######## design 1 ########
===== src/rtl/x3q16_mem_arb.sv =====
// x3q16_mem_arb: two-port (0 = CPU, 1 = loader) arbiter in front of a single-outstanding memory.
// Define X3Q16_ARB_RR_EN for round-robin tie-breaking; default build gives port 0 fixed priority.
module x3q16_mem_arb #(
  parameter int ADDR_W = 16,
  parameter int DATA_W = 16
) (
  input  logic              clk,
  input  logic              reset_n,

  input  logic              p0_request,
  input  logic              p0_request_type,
  input  logic [ADDR_W-1:0] p0_request_address,
  input  logic [DATA_W-1:0] p0_data_out,
  output logic [DATA_W-1:0] p0_memory_in,
  output logic              p0_memory_ready,
  output logic              p0_write_complete,

  input  logic              p1_request,
  input  logic              p1_request_type,
  input  logic [ADDR_W-1:0] p1_request_address,
  input  logic [DATA_W-1:0] p1_data_out,
  output logic [DATA_W-1:0] p1_memory_in,
  output logic              p1_memory_ready,
  output logic              p1_write_complete,

  output logic              mem_req,
  output logic              mem_we,
  output logic [ADDR_W-1:0] mem_addr,
  output logic [DATA_W-1:0] mem_wdata,
  input  logic [DATA_W-1:0] mem_rdata,
  input  logic              mem_ack,

  output logic              grant,
  output logic              busy,
  output logic [1:0]        overrun
);

  typedef enum logic {ST_IDLE, ST_WAIT} state_t;
  state_t state;

  logic [1:0]        req_in;
  logic [1:0]        type_in;
  logic [ADDR_W-1:0] addr_in [2];
  logic [DATA_W-1:0] data_in [2];

  assign req_in     = {p1_request, p0_request};
  assign type_in    = {p1_request_type, p0_request_type};
  assign addr_in[0] = p0_request_address;
  assign addr_in[1] = p1_request_address;
  assign data_in[0] = p0_data_out;
  assign data_in[1] = p1_data_out;

  logic [1:0]        slot_vld;
  logic [1:0]        slot_we;
  logic [ADDR_W-1:0] slot_addr  [2];
  logic [DATA_W-1:0] slot_wdata [2];

  logic [1:0]        rdy_q;
  logic [1:0]        wc_q;
  logic [DATA_W-1:0] rdata_q [2];

  logic win;
  logic issue;

`ifdef X3Q16_ARB_RR_EN
  // grant resets to 0, so the first tie after reset needs its own marker to go to port 0
  logic granted_once;
`endif

  assign issue = (state == ST_IDLE) && (slot_vld != 2'b00);

  always_comb begin
    win = 1'b0;
    case (slot_vld)
      2'b10: win = 1'b1;
      2'b11: begin
`ifdef X3Q16_ARB_RR_EN
        win = granted_once ? ~grant : 1'b0;
`else
        win = 1'b0;
`endif
      end
      default: win = 1'b0;
    endcase
  end

  // Pending slots: fill when empty, drop and flag when full; the issue edge frees the winner
  always_ff @(posedge clk or negedge reset_n) begin
    if (!reset_n) begin
      slot_vld <= 2'b00;
      slot_we  <= 2'b00;
      overrun  <= 2'b00;
      for (int i = 0; i < 2; i++) begin
        slot_addr[i]  <= '0;
        slot_wdata[i] <= '0;
      end
    end else begin
      for (int i = 0; i < 2; i++) begin
        if (issue && (win == i[0]))
          slot_vld[i] <= 1'b0;
        if (req_in[i]) begin
          if (slot_vld[i]) begin
            overrun[i] <= 1'b1;
          end else begin
            slot_vld[i]   <= 1'b1;
            slot_we[i]    <= type_in[i];
            slot_addr[i]  <= addr_in[i];
            slot_wdata[i] <= data_in[i];
          end
        end
      end
    end
  end

  // Transaction FSM with registered memory-side and response outputs
  always_ff @(posedge clk or negedge reset_n) begin
    if (!reset_n) begin
      state      <= ST_IDLE;
      mem_req    <= 1'b0;
      mem_we     <= 1'b0;
      mem_addr   <= '0;
      mem_wdata  <= '0;
      grant      <= 1'b0;
      busy       <= 1'b0;
      rdy_q      <= 2'b00;
      wc_q       <= 2'b00;
      rdata_q[0] <= '0;
      rdata_q[1] <= '0;
`ifdef X3Q16_ARB_RR_EN
      granted_once <= 1'b0;
`endif
    end else begin
      mem_req <= 1'b0;
      rdy_q   <= 2'b00;
      wc_q    <= 2'b00;
      case (state)
        ST_IDLE: begin
          if (issue) begin
            mem_req   <= 1'b1;
            mem_we    <= slot_we[win];
            mem_addr  <= slot_addr[win];
            mem_wdata <= slot_wdata[win];
            grant     <= win;
            busy      <= 1'b1;
            state     <= ST_WAIT;
`ifdef X3Q16_ARB_RR_EN
            granted_once <= 1'b1;
`endif
          end
        end
        ST_WAIT: begin
          if (mem_ack) begin
            busy  <= 1'b0;
            state <= ST_IDLE;
            if (mem_we) begin
              wc_q[grant] <= 1'b1;
            end else begin
              rdata_q[grant] <= mem_rdata;
              rdy_q[grant]   <= 1'b1;
            end
          end
        end
        default: state <= ST_IDLE;
      endcase
    end
  end

  assign p0_memory_in      = rdata_q[0];
  assign p1_memory_in      = rdata_q[1];
  assign p0_memory_ready   = rdy_q[0];
  assign p1_memory_ready   = rdy_q[1];
  assign p0_write_complete = wc_q[0];
  assign p1_write_complete = wc_q[1];

endmodule


===== config.mk =====
export PLATFORM = sky130hd
export DESIGN_NAME = x3q16_mem_arb
export DESIGN_NICKNAME = d
export VERILOG_FILES = /design/src/rtl/x3q16_mem_arb.sv
export SDC_FILE = /design/constraint.sdc
export NUM_CORES = 1
export LEC_CHECK = 0
export CORE_UTILIZATION = 51
export CTS_BUF_LIST = sky130_fd_sc_hd__clkbuf_4 sky130_fd_sc_hd__clkbuf_8 sky130_fd_sc_hd__clkbuf_16
export CTS_CLUSTER_DIAMETER = 120
export DETAILED_ROUTE_END_ITERATION = 10
export PLACE_DENSITY_LB_ADDON = 0.12
export SYNTH_ARGS = -nofsm -noshare
export SYNTH_HDL_FRONTEND = slang
export SYNTH_SLANG_ARGS = --single-unit

===== constraint.sdc =====
create_clock -name clk -period 2.65 [get_ports clk]
set_input_delay 0.53 -clock clk [delete_from_list [all_inputs] [get_ports clk]]
set_output_delay 0.53 -clock clk [all_outputs]
set_load 0.03 [all_outputs]

######## design 2 ########
`config.mk`:
```
export PLATFORM = sky130hd
export DESIGN_NAME = uart_boot_loader
export DESIGN_NICKNAME = d
export VERILOG_FILES = /design/src/rtl/uart_boot_loader.sv
export SDC_FILE = /design/constraint.sdc
export NUM_CORES = 1
export LEC_CHECK = 0
export CELL_PAD_IN_SITES_DETAIL_PLACEMENT = 0
export CELL_PAD_IN_SITES_GLOBAL_PLACEMENT = 1
export CORE_MARGIN = 3
export CORE_UTILIZATION = 52
export CTS_BUF_LIST = sky130_fd_sc_hd__clkbuf_2 sky130_fd_sc_hd__clkbuf_4 sky130_fd_sc_hd__clkbuf_8
export DETAILED_ROUTE_END_ITERATION = 16
export PLACE_DENSITY_LB_ADDON = 0.05
export REMOVE_ABC_BUFFERS = 1
export SETUP_SLACK_MARGIN = 0.2
export SLEW_MARGIN = 20
export SYNTH_ARGS = -nofsm -noshare
export SYNTH_HDL_FRONTEND = slang
export SYNTH_SLANG_ARGS = --single-unit
```
`constraint.sdc`:
```
create_clock -name clk -period 3.3 [get_ports clk]
set_clock_uncertainty 0.15 [all_clocks]
set_input_delay 0.66 -clock clk [delete_from_list [all_inputs] [get_ports clk]]
set_output_delay 0.66 -clock clk [all_outputs]
set_load 0.1 [all_outputs]
```
`src/rtl/uart_boot_loader.sv`:
```
// UART boot loader: receives a length-prefixed little-endian word stream
// over 8N1 serial and writes it into instruction memory, then releases the CPU.
module uart_boot_loader #(
  parameter int          BUS_WIDTH    = 32,
  parameter int          CLKS_PER_BIT = 868,
  parameter int unsigned ADDR_BASE    = 0
) (
  input  logic                 clk,
  input  logic                 reset,
  input  logic                 rx,
  output logic                 iwr,
  output logic [BUS_WIDTH-1:0] iaddr,
  output logic [BUS_WIDTH-1:0] idata,
  output logic                 cpu_run,
  output logic                 busy,
  output logic                 done,
  output logic                 frame_err
);

  localparam int CW = (CLKS_PER_BIT > 1) ? $clog2(CLKS_PER_BIT) : 1;
  localparam logic [CW-1:0] C_FULL = CW'(CLKS_PER_BIT - 1);
  localparam logic [CW-1:0] C_HALF = CW'(CLKS_PER_BIT / 2 - 1);
  localparam logic [BUS_WIDTH-1:0] A_BASE = BUS_WIDTH'(ADDR_BASE);
  localparam logic [BUS_WIDTH-1:0] A_STEP = BUS_WIDTH'(4);

  localparam logic [1:0] RX_IDLE  = 2'd0;
  localparam logic [1:0] RX_START = 2'd1;
  localparam logic [1:0] RX_DATA  = 2'd2;
  localparam logic [1:0] RX_STOP  = 2'd3;

  localparam logic [2:0] L_LEN0  = 3'd0;
  localparam logic [2:0] L_LEN1  = 3'd1;
  localparam logic [2:0] L_DATA  = 3'd2;
  localparam logic [2:0] L_WRITE = 3'd3;
  localparam logic [2:0] L_DONE  = 3'd4;
  localparam logic [2:0] L_ERR   = 3'd5;

  logic          r_sync1;
  logic          r_sync2;
  logic          r_rx_prev;
  logic [1:0]    r_rx_st;
  logic [CW-1:0] r_cnt;
  logic [2:0]    r_bit;
  logic [7:0]    r_shift;
  logic [7:0]    r_rx_byte;
  logic          r_byte_v;
  logic          r_ferr_p;
  logic          r_ferr;

  // Sync flops idle high so reset release never looks like a start bit.
  always_ff @(posedge clk or negedge reset) begin
    if (!reset) begin
      r_sync1   <= 1'b1;
      r_sync2   <= 1'b1;
      r_rx_prev <= 1'b1;
      r_rx_st   <= RX_IDLE;
      r_cnt     <= '0;
      r_bit     <= '0;
      r_shift   <= '0;
      r_rx_byte <= '0;
      r_byte_v  <= 1'b0;
      r_ferr_p  <= 1'b0;
      r_ferr    <= 1'b0;
    end else begin
      r_sync1   <= rx;
      r_sync2   <= r_sync1;
      r_rx_prev <= r_sync2;
      r_byte_v  <= 1'b0;
      r_ferr_p  <= 1'b0;
      case (r_rx_st)
        RX_IDLE: begin
          r_cnt <= '0;
          if (r_rx_prev && !r_sync2)
            r_rx_st <= RX_START;
        end
        RX_START: begin
          if (r_cnt == C_HALF) begin
            r_cnt   <= '0;
            r_bit   <= '0;
            r_rx_st <= r_sync2 ? RX_IDLE : RX_DATA;
          end else begin
            r_cnt <= r_cnt + 1'b1;
          end
        end
        RX_DATA: begin
          if (r_cnt == C_FULL) begin
            r_cnt   <= '0;
            r_shift <= {r_sync2, r_shift[7:1]};
            r_bit   <= r_bit + 1'b1;
            if (r_bit == 3'd7)
              r_rx_st <= RX_STOP;
          end else begin
            r_cnt <= r_cnt + 1'b1;
          end
        end
        default: begin
          if (r_cnt == C_FULL) begin
            r_cnt   <= '0;
            r_rx_st <= RX_IDLE;
            if (r_sync2) begin
              r_byte_v  <= 1'b1;
              r_rx_byte <= r_shift;
            end else begin
              r_ferr_p <= 1'b1;
              r_ferr   <= 1'b1;
            end
          end else begin
            r_cnt <= r_cnt + 1'b1;
          end
        end
      endcase
    end
  end

  logic [2:0]           r_ld_st;
  logic [15:0]          r_len;
  logic [15:0]          r_k;
  logic [23:0]          r_word;
  logic [1:0]           r_bcnt;
  logic                 r_pend_v;
  logic [BUS_WIDTH-1:0] r_iaddr;
  logic [BUS_WIDTH-1:0] r_idata;
  logic                 w_bv;

  // A byte landing during WRITE is replayed from r_rx_byte in DATA.
  assign w_bv = r_byte_v | r_pend_v;

  always_ff @(posedge clk or negedge reset) begin
    if (!reset) begin
      r_ld_st  <= L_LEN0;
      r_len    <= '0;
      r_k      <= '0;
      r_word   <= '0;
      r_bcnt   <= '0;
      r_pend_v <= 1'b0;
      r_iaddr  <= A_BASE;
      r_idata  <= '0;
    end else if (r_ferr_p && r_ld_st != L_DONE) begin
      r_ld_st <= L_ERR;
    end else begin
      case (r_ld_st)
        L_LEN0: begin
          if (w_bv) begin
            r_len[7:0] <= r_rx_byte;
            r_ld_st    <= L_LEN1;
          end
        end
        L_LEN1: begin
          if (w_bv) begin
            r_len[15:8] <= r_rx_byte;
            if ({r_rx_byte, r_len[7:0]} == 16'd0)
              r_ld_st <= L_DONE;
            else
              r_ld_st <= L_DATA;
          end
        end
        L_DATA: begin
          if (w_bv) begin
            r_pend_v <= 1'b0;
            r_bcnt   <= r_bcnt + 1'b1;
            case (r_bcnt)
              2'd0: r_word[7:0]   <= r_rx_byte;
              2'd1: r_word[15:8]  <= r_rx_byte;
              2'd2: r_word[23:16] <= r_rx_byte;
              default: begin
                r_idata <= BUS_WIDTH'({r_rx_byte, r_word});
                r_iaddr <= (r_k == 16'd0) ? A_BASE : r_iaddr + A_STEP;
                r_ld_st <= L_WRITE;
              end
            endcase
          end
        end
        L_WRITE: begin
          r_k <= r_k + 16'd1;
          if (r_k + 16'd1 == r_len)
            r_ld_st <= L_DONE;
          else
            r_ld_st <= L_DATA;
          if (r_byte_v)
            r_pend_v <= 1'b1;
        end
        default: ;
      endcase
    end
  end

  assign iwr       = (r_ld_st == L_WRITE);
  assign iaddr     = r_iaddr;
  assign idata     = r_idata;
  assign done      = (r_ld_st == L_DONE);
  assign cpu_run   = (r_ld_st == L_DONE);
  assign busy      = (r_ld_st == L_LEN1) ||
                     (r_ld_st == L_DATA) ||
                     (r_ld_st == L_WRITE);
  assign frame_err = r_ferr;

endmodule

```
Design 1, clock routing:
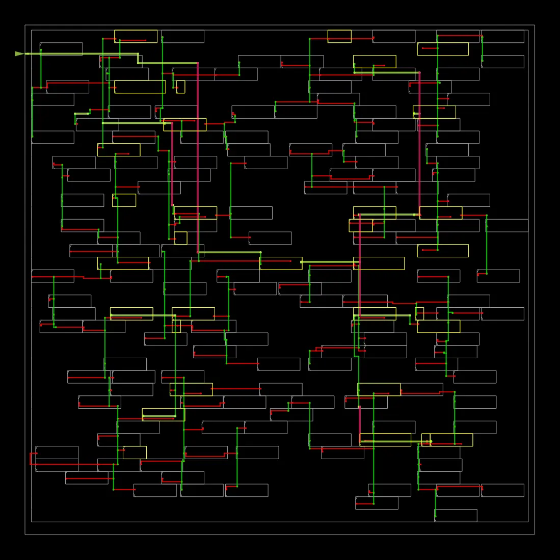
number of sinks driven by the clock tree: 143
worst setup skew after layout: 0.00725 ns

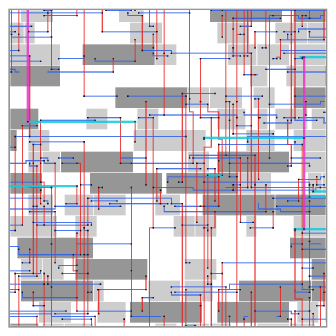
Design 1: layout detail
Window x 35 to 75, y 35 to 75 um. Cells in grey, sequential cells in the stronger grey; small squares are vias.
| colour | layer |
|---|---|
| red | metal 2 |
| magenta | metal 4 |
| blue | metal 1 |
| cyan | metal 3 |
most frequent: dfrtp_1 (15), mux2_2 (10), buf_4 (6)
sequential cells in the window: 17
cells with their middle in the window: 67
netlist names of flops here include: slot_addr (5), slot_wdata (4), slot_vld (2)

==> results.txt, design 1 <==
Here are the numbers from the latest Yosys + OpenROAD run.

The count of multi-input combinational gates came out at 213. The die is 110 um tall. The maximum buffer depth of the clock tree is 2. The number of tap cells added at floorplan came out at 143. The number of design rule violations left after detail routing is 0. The cell area after synthesis came out at 5940 um^2. By area, the class that comes first in the final layout consists of sequential cells. The run finished with clean final reports. Yosys instantiated no cell more often than sky130_fd_sc_hd__dfrtp_1.

The commonest register cell is sky130_fd_sc_hd__dfrtp_1. Per the detail_route log, the uppermost layer with routed signals is met4. The clock latency on the worst-skew pair is 0.41 ns. The layout has 31 inverters outside the clock class. The slew at the pin closest to its max-slew limit came out at 0.673 ns. Once the floorplan was initialized, standard cells occupied 52.2% of the core. The parity-gate share of the synthesized area counting xor and xnor cells came out at 0%.

The clock tree root buffer cell is sky130_fd_sc_hd__clkbuf_16. The number of primary I/O pins came out at 161. The violation count after the first detailed-route iteration came out at 152.

The simple-gate share of the synthesized area came out at 10.1%. The average wire per standard cell came out at 18.1 um. STA classifies the critical path startpoint as a flip-flop. The number of max-slew violations in the final report is 0.

Logic depth along the worst register-to-register path is recorded as 3. On the final layout, the worst hold slack is 0.0175 ns. The total power of the final layout came out at 0.0113 W. The largest fanout on the critical path came out at 5.

The worst-case setup slack after placement came out at 0.537 ns. The net switching power in the latest report is 0.00391 W.
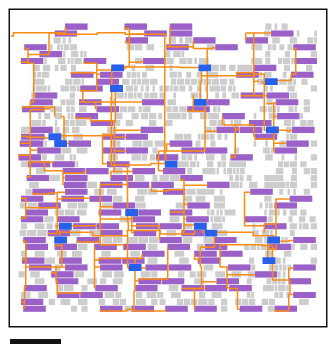
Design 2: routed clock nets over the placement
Scale bar: 20 um.
[purple] flip-flops | count: 161
[blue] clock drivers | count: 17
[orange] clock wires | length: 1870 um
flops lie: widely spread
power of the clock network: 0.00134 W
clock latency on the worst-skew pair: 0.45 ns
power share of the clock group: 37.9%

==> results.txt, design 2 <==
Here are the numbers from the latest Yosys + OpenROAD run.

Setup repair after global routing left no endpoint under its margin. By area, the class that comes first in the final layout consists of sequential cells. Per the final report, the share of cell area in non-clock buffers is 7.04%. Once layout is complete, the cells apart from fillers number 866. The script reports the combined buffer and inverter count of the critical path as 1.

The synthesized design contains 0 enable-type register cells. The flow ran to the end, and the final reports show no timing, DRC or antenna violations. The sum of negative setup slack is 0 ns. The wire length after detailed routing is 14.6 mm.

With fillers left out, the area of the finished cells amounts to 8370 um^2. The tally of max-capacitance violations came out at 0. The cell area after synthesis came out at 7350 um^2. The quantity of gates resized following cts is 0. The die is 125 um tall. The parity-gate share of the synthesized area counting xor and xnor cells came out at 8.22%. The number of setup buffers added after CTS is 0. The synthesis report gives the async set-or-reset register share as 100%.

The number of synthesis warnings came out at 0. The max-slew headroom at the worst pin came out at 39.8%. The launching point of the worst reg2reg path is r_k[0]$_DFFE_PN0P_. In the per-layer summary, the met1 wirelength comes to 6.55 mm. 0 antenna diodes ended up in the layout. The fraction of the core area covered by cells at the end of the flow is 62.0%. According to the floorplan report, the total die area is 15600 um^2. The maximum vdd drop is 0.000508 V. The power report lists cell-internal power as 0.00264 W. The kind of cell adding the most delay to the critical path is flip-flops.

The met2 routed wirelength came out at 7.30 mm. The number of port buffers is 69.

######## design 3 ########
Design 3, routed clock nets over the placement:
Scale bar: 50 um.
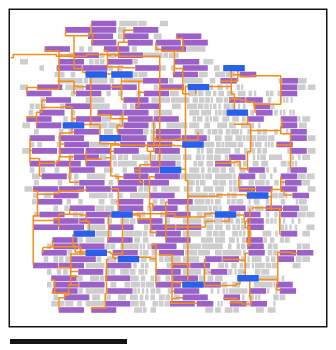
Design 3, the metal 3 layer:
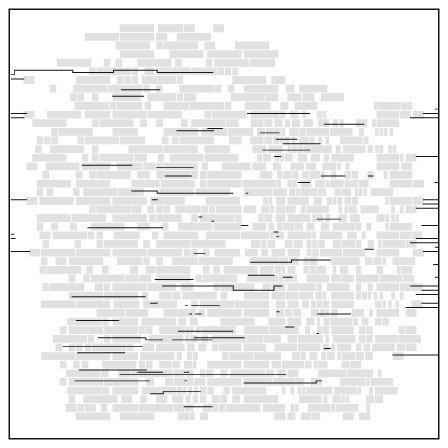
==> src/rtl/snn_pkg.sv <==
// snn_pkg: shared widths, FSM state type and signed saturation for the synapse and neuron blocks.
package snn_pkg;
  localparam int DEF_W_WIDTH = 16;
  localparam int DEF_OUT_WIDTH = 16;
  typedef enum logic [1:0] {IDLE, ACCUM, EMIT} state_t;
  function automatic int acc_width(input int w, input int n);
    return w + $clog2(n) + 1;
  endfunction
  localparam int DEF_ACC_WIDTH = acc_width(DEF_W_WIDTH, 8);
  function automatic logic signed [63:0] sat(input logic signed [63:0] v, input int ow);
    logic signed [63:0] hi, lo;
    hi = (64'sd1 <<< (ow - 1)) - 64'sd1;
    lo = -hi - 64'sd1;
    return v > hi ? hi : v < lo ? lo : v;
  endfunction
endpackage

==> src/rtl/synapse_accumulator_if.sv <==
// synapse_accumulator_if: timestep strobe, spike vector, weight write port and neuron-facing result.
interface synapse_accumulator_if #(
    parameter int N_IN = 8,
    parameter int W_WIDTH = 16,
    parameter int OUT_WIDTH = 16
);
  logic start;
  logic [N_IN-1:0] in_spikes;
  logic wr_en;
  logic [$clog2(N_IN)-1:0] wr_addr;
  logic signed [W_WIDTH-1:0] wr_data;
  logic signed [OUT_WIDTH-1:0] spiking_value;
  logic out_valid;
  logic busy;
  modport master (
      output start, in_spikes, wr_en, wr_addr, wr_data,
      input spiking_value, out_valid, busy
  );
  modport slave (
      input start, in_spikes, wr_en, wr_addr, wr_data,
      output spiking_value, out_valid, busy
  );
endinterface

==> src/rtl/synapse_weight_rf.sv <==
// synapse_weight_rf: N_IN x W_WIDTH weight file, sync write, async read returning old data on collision.
module synapse_weight_rf #(
    parameter int N_IN = 8,
    parameter int W_WIDTH = 16
) (
    input  logic                       clk,
    input  logic                       rst,
    input  logic                       wr_en,
    input  logic [$clog2(N_IN)-1:0]    wr_addr,
    input  logic signed [W_WIDTH-1:0]  wr_data,
    input  logic [$clog2(N_IN)-1:0]    rd_addr,
    output logic signed [W_WIDTH-1:0]  rd_data
);
    logic signed [W_WIDTH-1:0] mem [N_IN];

    always_ff @(posedge clk) begin
        if (!rst) begin
            for (int i = 0; i < N_IN; i++) mem[i] <= '0;
        end else if (wr_en && 32'(wr_addr) < N_IN) begin
            mem[wr_addr] <= wr_data;
        end
    end

    assign rd_data = mem[rd_addr];
endmodule

==> src/rtl/synapse_accumulator.sv <==
// synapse_accumulator: per-timestep weighted spike sum, one synapse per cycle, saturated to OUT_WIDTH.
// Optional leak subtraction before saturation is enabled by defining SYN_LEAK_EN.
module synapse_accumulator
    import snn_pkg::*;
#(
    parameter int N_IN = 8,
    parameter int W_WIDTH = DEF_W_WIDTH,
    parameter int OUT_WIDTH = DEF_OUT_WIDTH
`ifdef SYN_LEAK_EN
    ,
    parameter int LEAK = 4
`endif
) (
    input logic clk,
    input logic rst,
    synapse_accumulator_if.slave bus
);
    localparam int AW = $clog2(N_IN);
    localparam int ACC_W = acc_width(W_WIDTH, N_IN);

    state_t state;
    logic [AW-1:0] idx;
    logic [N_IN-1:0] spk_q;
    logic signed [ACC_W-1:0] acc;
    logic signed [W_WIDTH-1:0] w_rd;
    logic signed [63:0] emit_val;

    synapse_weight_rf #(.N_IN(N_IN), .W_WIDTH(W_WIDTH)) u_rf (
        .clk(clk),
        .rst(rst),
        .wr_en(bus.wr_en),
        .wr_addr(bus.wr_addr),
        .wr_data(bus.wr_data),
        .rd_addr(idx),
        .rd_data(w_rd)
    );

`ifdef SYN_LEAK_EN
    assign emit_val = sat(64'(acc) - 64'(LEAK), OUT_WIDTH);
`else
    assign emit_val = sat(64'(acc), OUT_WIDTH);
`endif

    always_ff @(posedge clk) begin
        if (!rst) begin
            state <= IDLE;
            idx <= '0;
            spk_q <= '0;
            acc <= '0;
            bus.spiking_value <= '0;
            bus.out_valid <= 1'b0;
            bus.busy <= 1'b0;
        end else begin
            bus.out_valid <= 1'b0;
            case (state)
                IDLE: if (bus.start) begin
                    spk_q <= bus.in_spikes;
                    acc <= '0;
                    idx <= '0;
                    bus.busy <= 1'b1;
                    state <= ACCUM;
                end
                ACCUM: begin
                    if (spk_q[idx]) acc <= acc + ACC_W'(w_rd);
                    idx <= idx + 1'b1;
                    if (idx == AW'(N_IN - 1)) state <= EMIT;
                end
                EMIT: begin
                    bus.spiking_value <= OUT_WIDTH'(emit_val);
                    bus.out_valid <= 1'b1;
                    bus.busy <= 1'b0;
                    state <= IDLE;
                end
                default: state <= IDLE;
            endcase
        end
    end
endmodule

==> src/flat_wrapper.sv <==
// flat-port wrapper written by rule: the top's interface ports become plain ports
module synapse_accumulator_flat import snn_pkg::*;
#(
    parameter int N_IN = 8,
    parameter int W_WIDTH = DEF_W_WIDTH,
    parameter int OUT_WIDTH = DEF_OUT_WIDTH

)
  (clk, rst, bus_start, bus_in_spikes, bus_wr_en, bus_wr_addr, bus_wr_data, bus_spiking_value, bus_out_valid, bus_busy);
  synapse_accumulator_if #(.N_IN(N_IN), .W_WIDTH(W_WIDTH), .OUT_WIDTH(OUT_WIDTH)) bus_i ();
  input logic clk;
  input logic rst;
  input wire logic [$bits(bus_i.start)-1:0] bus_start;
  input wire logic [$bits(bus_i.in_spikes)-1:0] bus_in_spikes;
  input wire logic [$bits(bus_i.wr_en)-1:0] bus_wr_en;
  input wire logic [$bits(bus_i.wr_addr)-1:0] bus_wr_addr;
  input wire logic [$bits(bus_i.wr_data)-1:0] bus_wr_data;
  output wire logic [$bits(bus_i.spiking_value)-1:0] bus_spiking_value;
  output wire logic [$bits(bus_i.out_valid)-1:0] bus_out_valid;
  output wire logic [$bits(bus_i.busy)-1:0] bus_busy;
  assign bus_i.start = bus_start;
  assign bus_i.in_spikes = bus_in_spikes;
  assign bus_i.wr_en = bus_wr_en;
  assign bus_i.wr_addr = bus_wr_addr;
  assign bus_i.wr_data = bus_wr_data;
  assign bus_spiking_value = bus_i.spiking_value;
  assign bus_out_valid = bus_i.out_valid;
  assign bus_busy = bus_i.busy;
  synapse_accumulator #(.N_IN(N_IN), .W_WIDTH(W_WIDTH), .OUT_WIDTH(OUT_WIDTH)) u_core (.clk(clk), .rst(rst), .bus(bus_i));
endmodule
==> config.mk <==
export PLATFORM = sky130hd
export DESIGN_NAME = synapse_accumulator_flat
export DESIGN_NICKNAME = d
export VERILOG_FILES = /design/src/rtl/snn_pkg.sv /design/src/rtl/synapse_accumulator_if.sv /design/src/rtl/synapse_weight_rf.sv /design/src/rtl/synapse_accumulator.sv /design/src/flat_wrapper.sv
export SDC_FILE = /design/constraint.sdc
export NUM_CORES = 1
export LEC_CHECK = 0
export CAP_MARGIN = 25
export CORE_MARGIN = 4
export CORE_UTILIZATION = 54
export DETAILED_ROUTE_END_ITERATION = 16
export HOLD_SLACK_MARGIN = 0.02
export PLACE_DENSITY = 0.79
export SYNTH_ARGS = -nofsm -noshare
export SYNTH_HDL_FRONTEND = slang
export SYNTH_SLANG_ARGS = --single-unit
==> constraint.sdc <==
create_clock -name clk -period 3.5 [get_ports clk]
set_input_delay 0.7 -clock clk [delete_from_list [all_inputs] [get_ports clk]]
set_output_delay 0.7 -clock clk [all_outputs]
set_load 0.1 [all_outputs]
==> results.txt <==
Here are the numbers from the latest Yosys + OpenROAD run.

The number of tap cells added at floorplan is 216. The dominant register cell in the synthesized netlist is sky130_fd_sc_hd__edfxtp_1. The critical path buffer and inverter count came out at 2. The worst hold path depth is 2.

Input and output buffers added on the ports amount to 48. The met1 layer usage reported by global route came out at 26.6%. The overflow left after global routing is 0. The combinational group power is 0.000542 W. The deepest level of the CTS H-tree is 4. The data arrival time of the worst path came out at 3.74 ns. The largest registers in the layout are u_core.u_rf.mem: 128 flops, u_core.acc: 20 flops, u_core.bus.spiking_value: 16 flops. Cells with a size suffix above 1 make up 18.7% of the layout. The TritonCTS clock tree is yes.

The final critical path time including I/O delays and setup came out at 3.43 ns. The flow ran to the end, and the final reports show no timing, DRC or antenna violations. The simple-gate share of the synthesized area is 17.3%.
## Picture notes: 'routed clock nets over the placement' of design 3
[orange] clock wires | length: 1900 um
[blue] clock drivers | count: 17
[purple] flip-flops | count: 182
routed clock nets: 18
flops lie: widely spread

## Picture notes: 'the metal 3 layer' of design 3
share of all routed wire: 4.4%
main direction: horizontal
nets with wire on the layer: 65
wire length on this layer: 854 um



## Gallery

Wire density map.
shot_01.png
Scale bar: 20 um. 25 x 25 tiles, from white (low) to dark blue (high), scaled to the fullest tile. Values are wire area over tile area, all layers added.
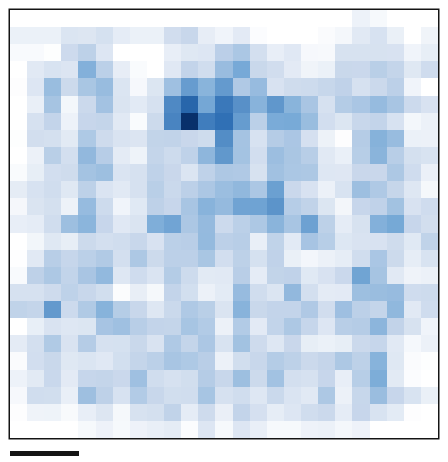
shot_02.png
Scale bar: 50 um. 27 x 27 tiles, from white (low) to dark blue (high), scaled to the fullest tile. Values are wire area over tile area, all layers added.
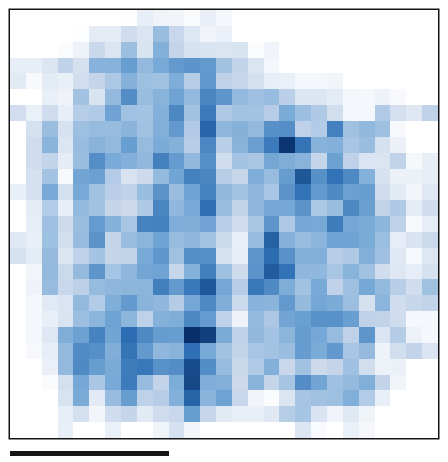
shot_03.png
Scale bar: 20 um. 22 x 22 tiles, from white (low) to dark blue (high), scaled to the fullest tile. Values are wire area over tile area, all layers added.
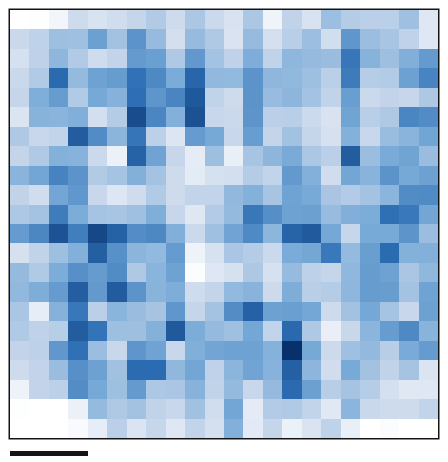
shot_01.png -> design 2
shot_03.png -> design 1
shot_02.png -> design 3
- largest die: shot_02.png
- smallest die: shot_03.png

Key to shot_01.png:
nearly empty tiles: 9.6%
emptiest ninth of the die: upper left
tiles over half the peak: 4.2%
mean over tiles: 0.15
fullest tile: 0.67

Power and IR drop assume default switching activity.
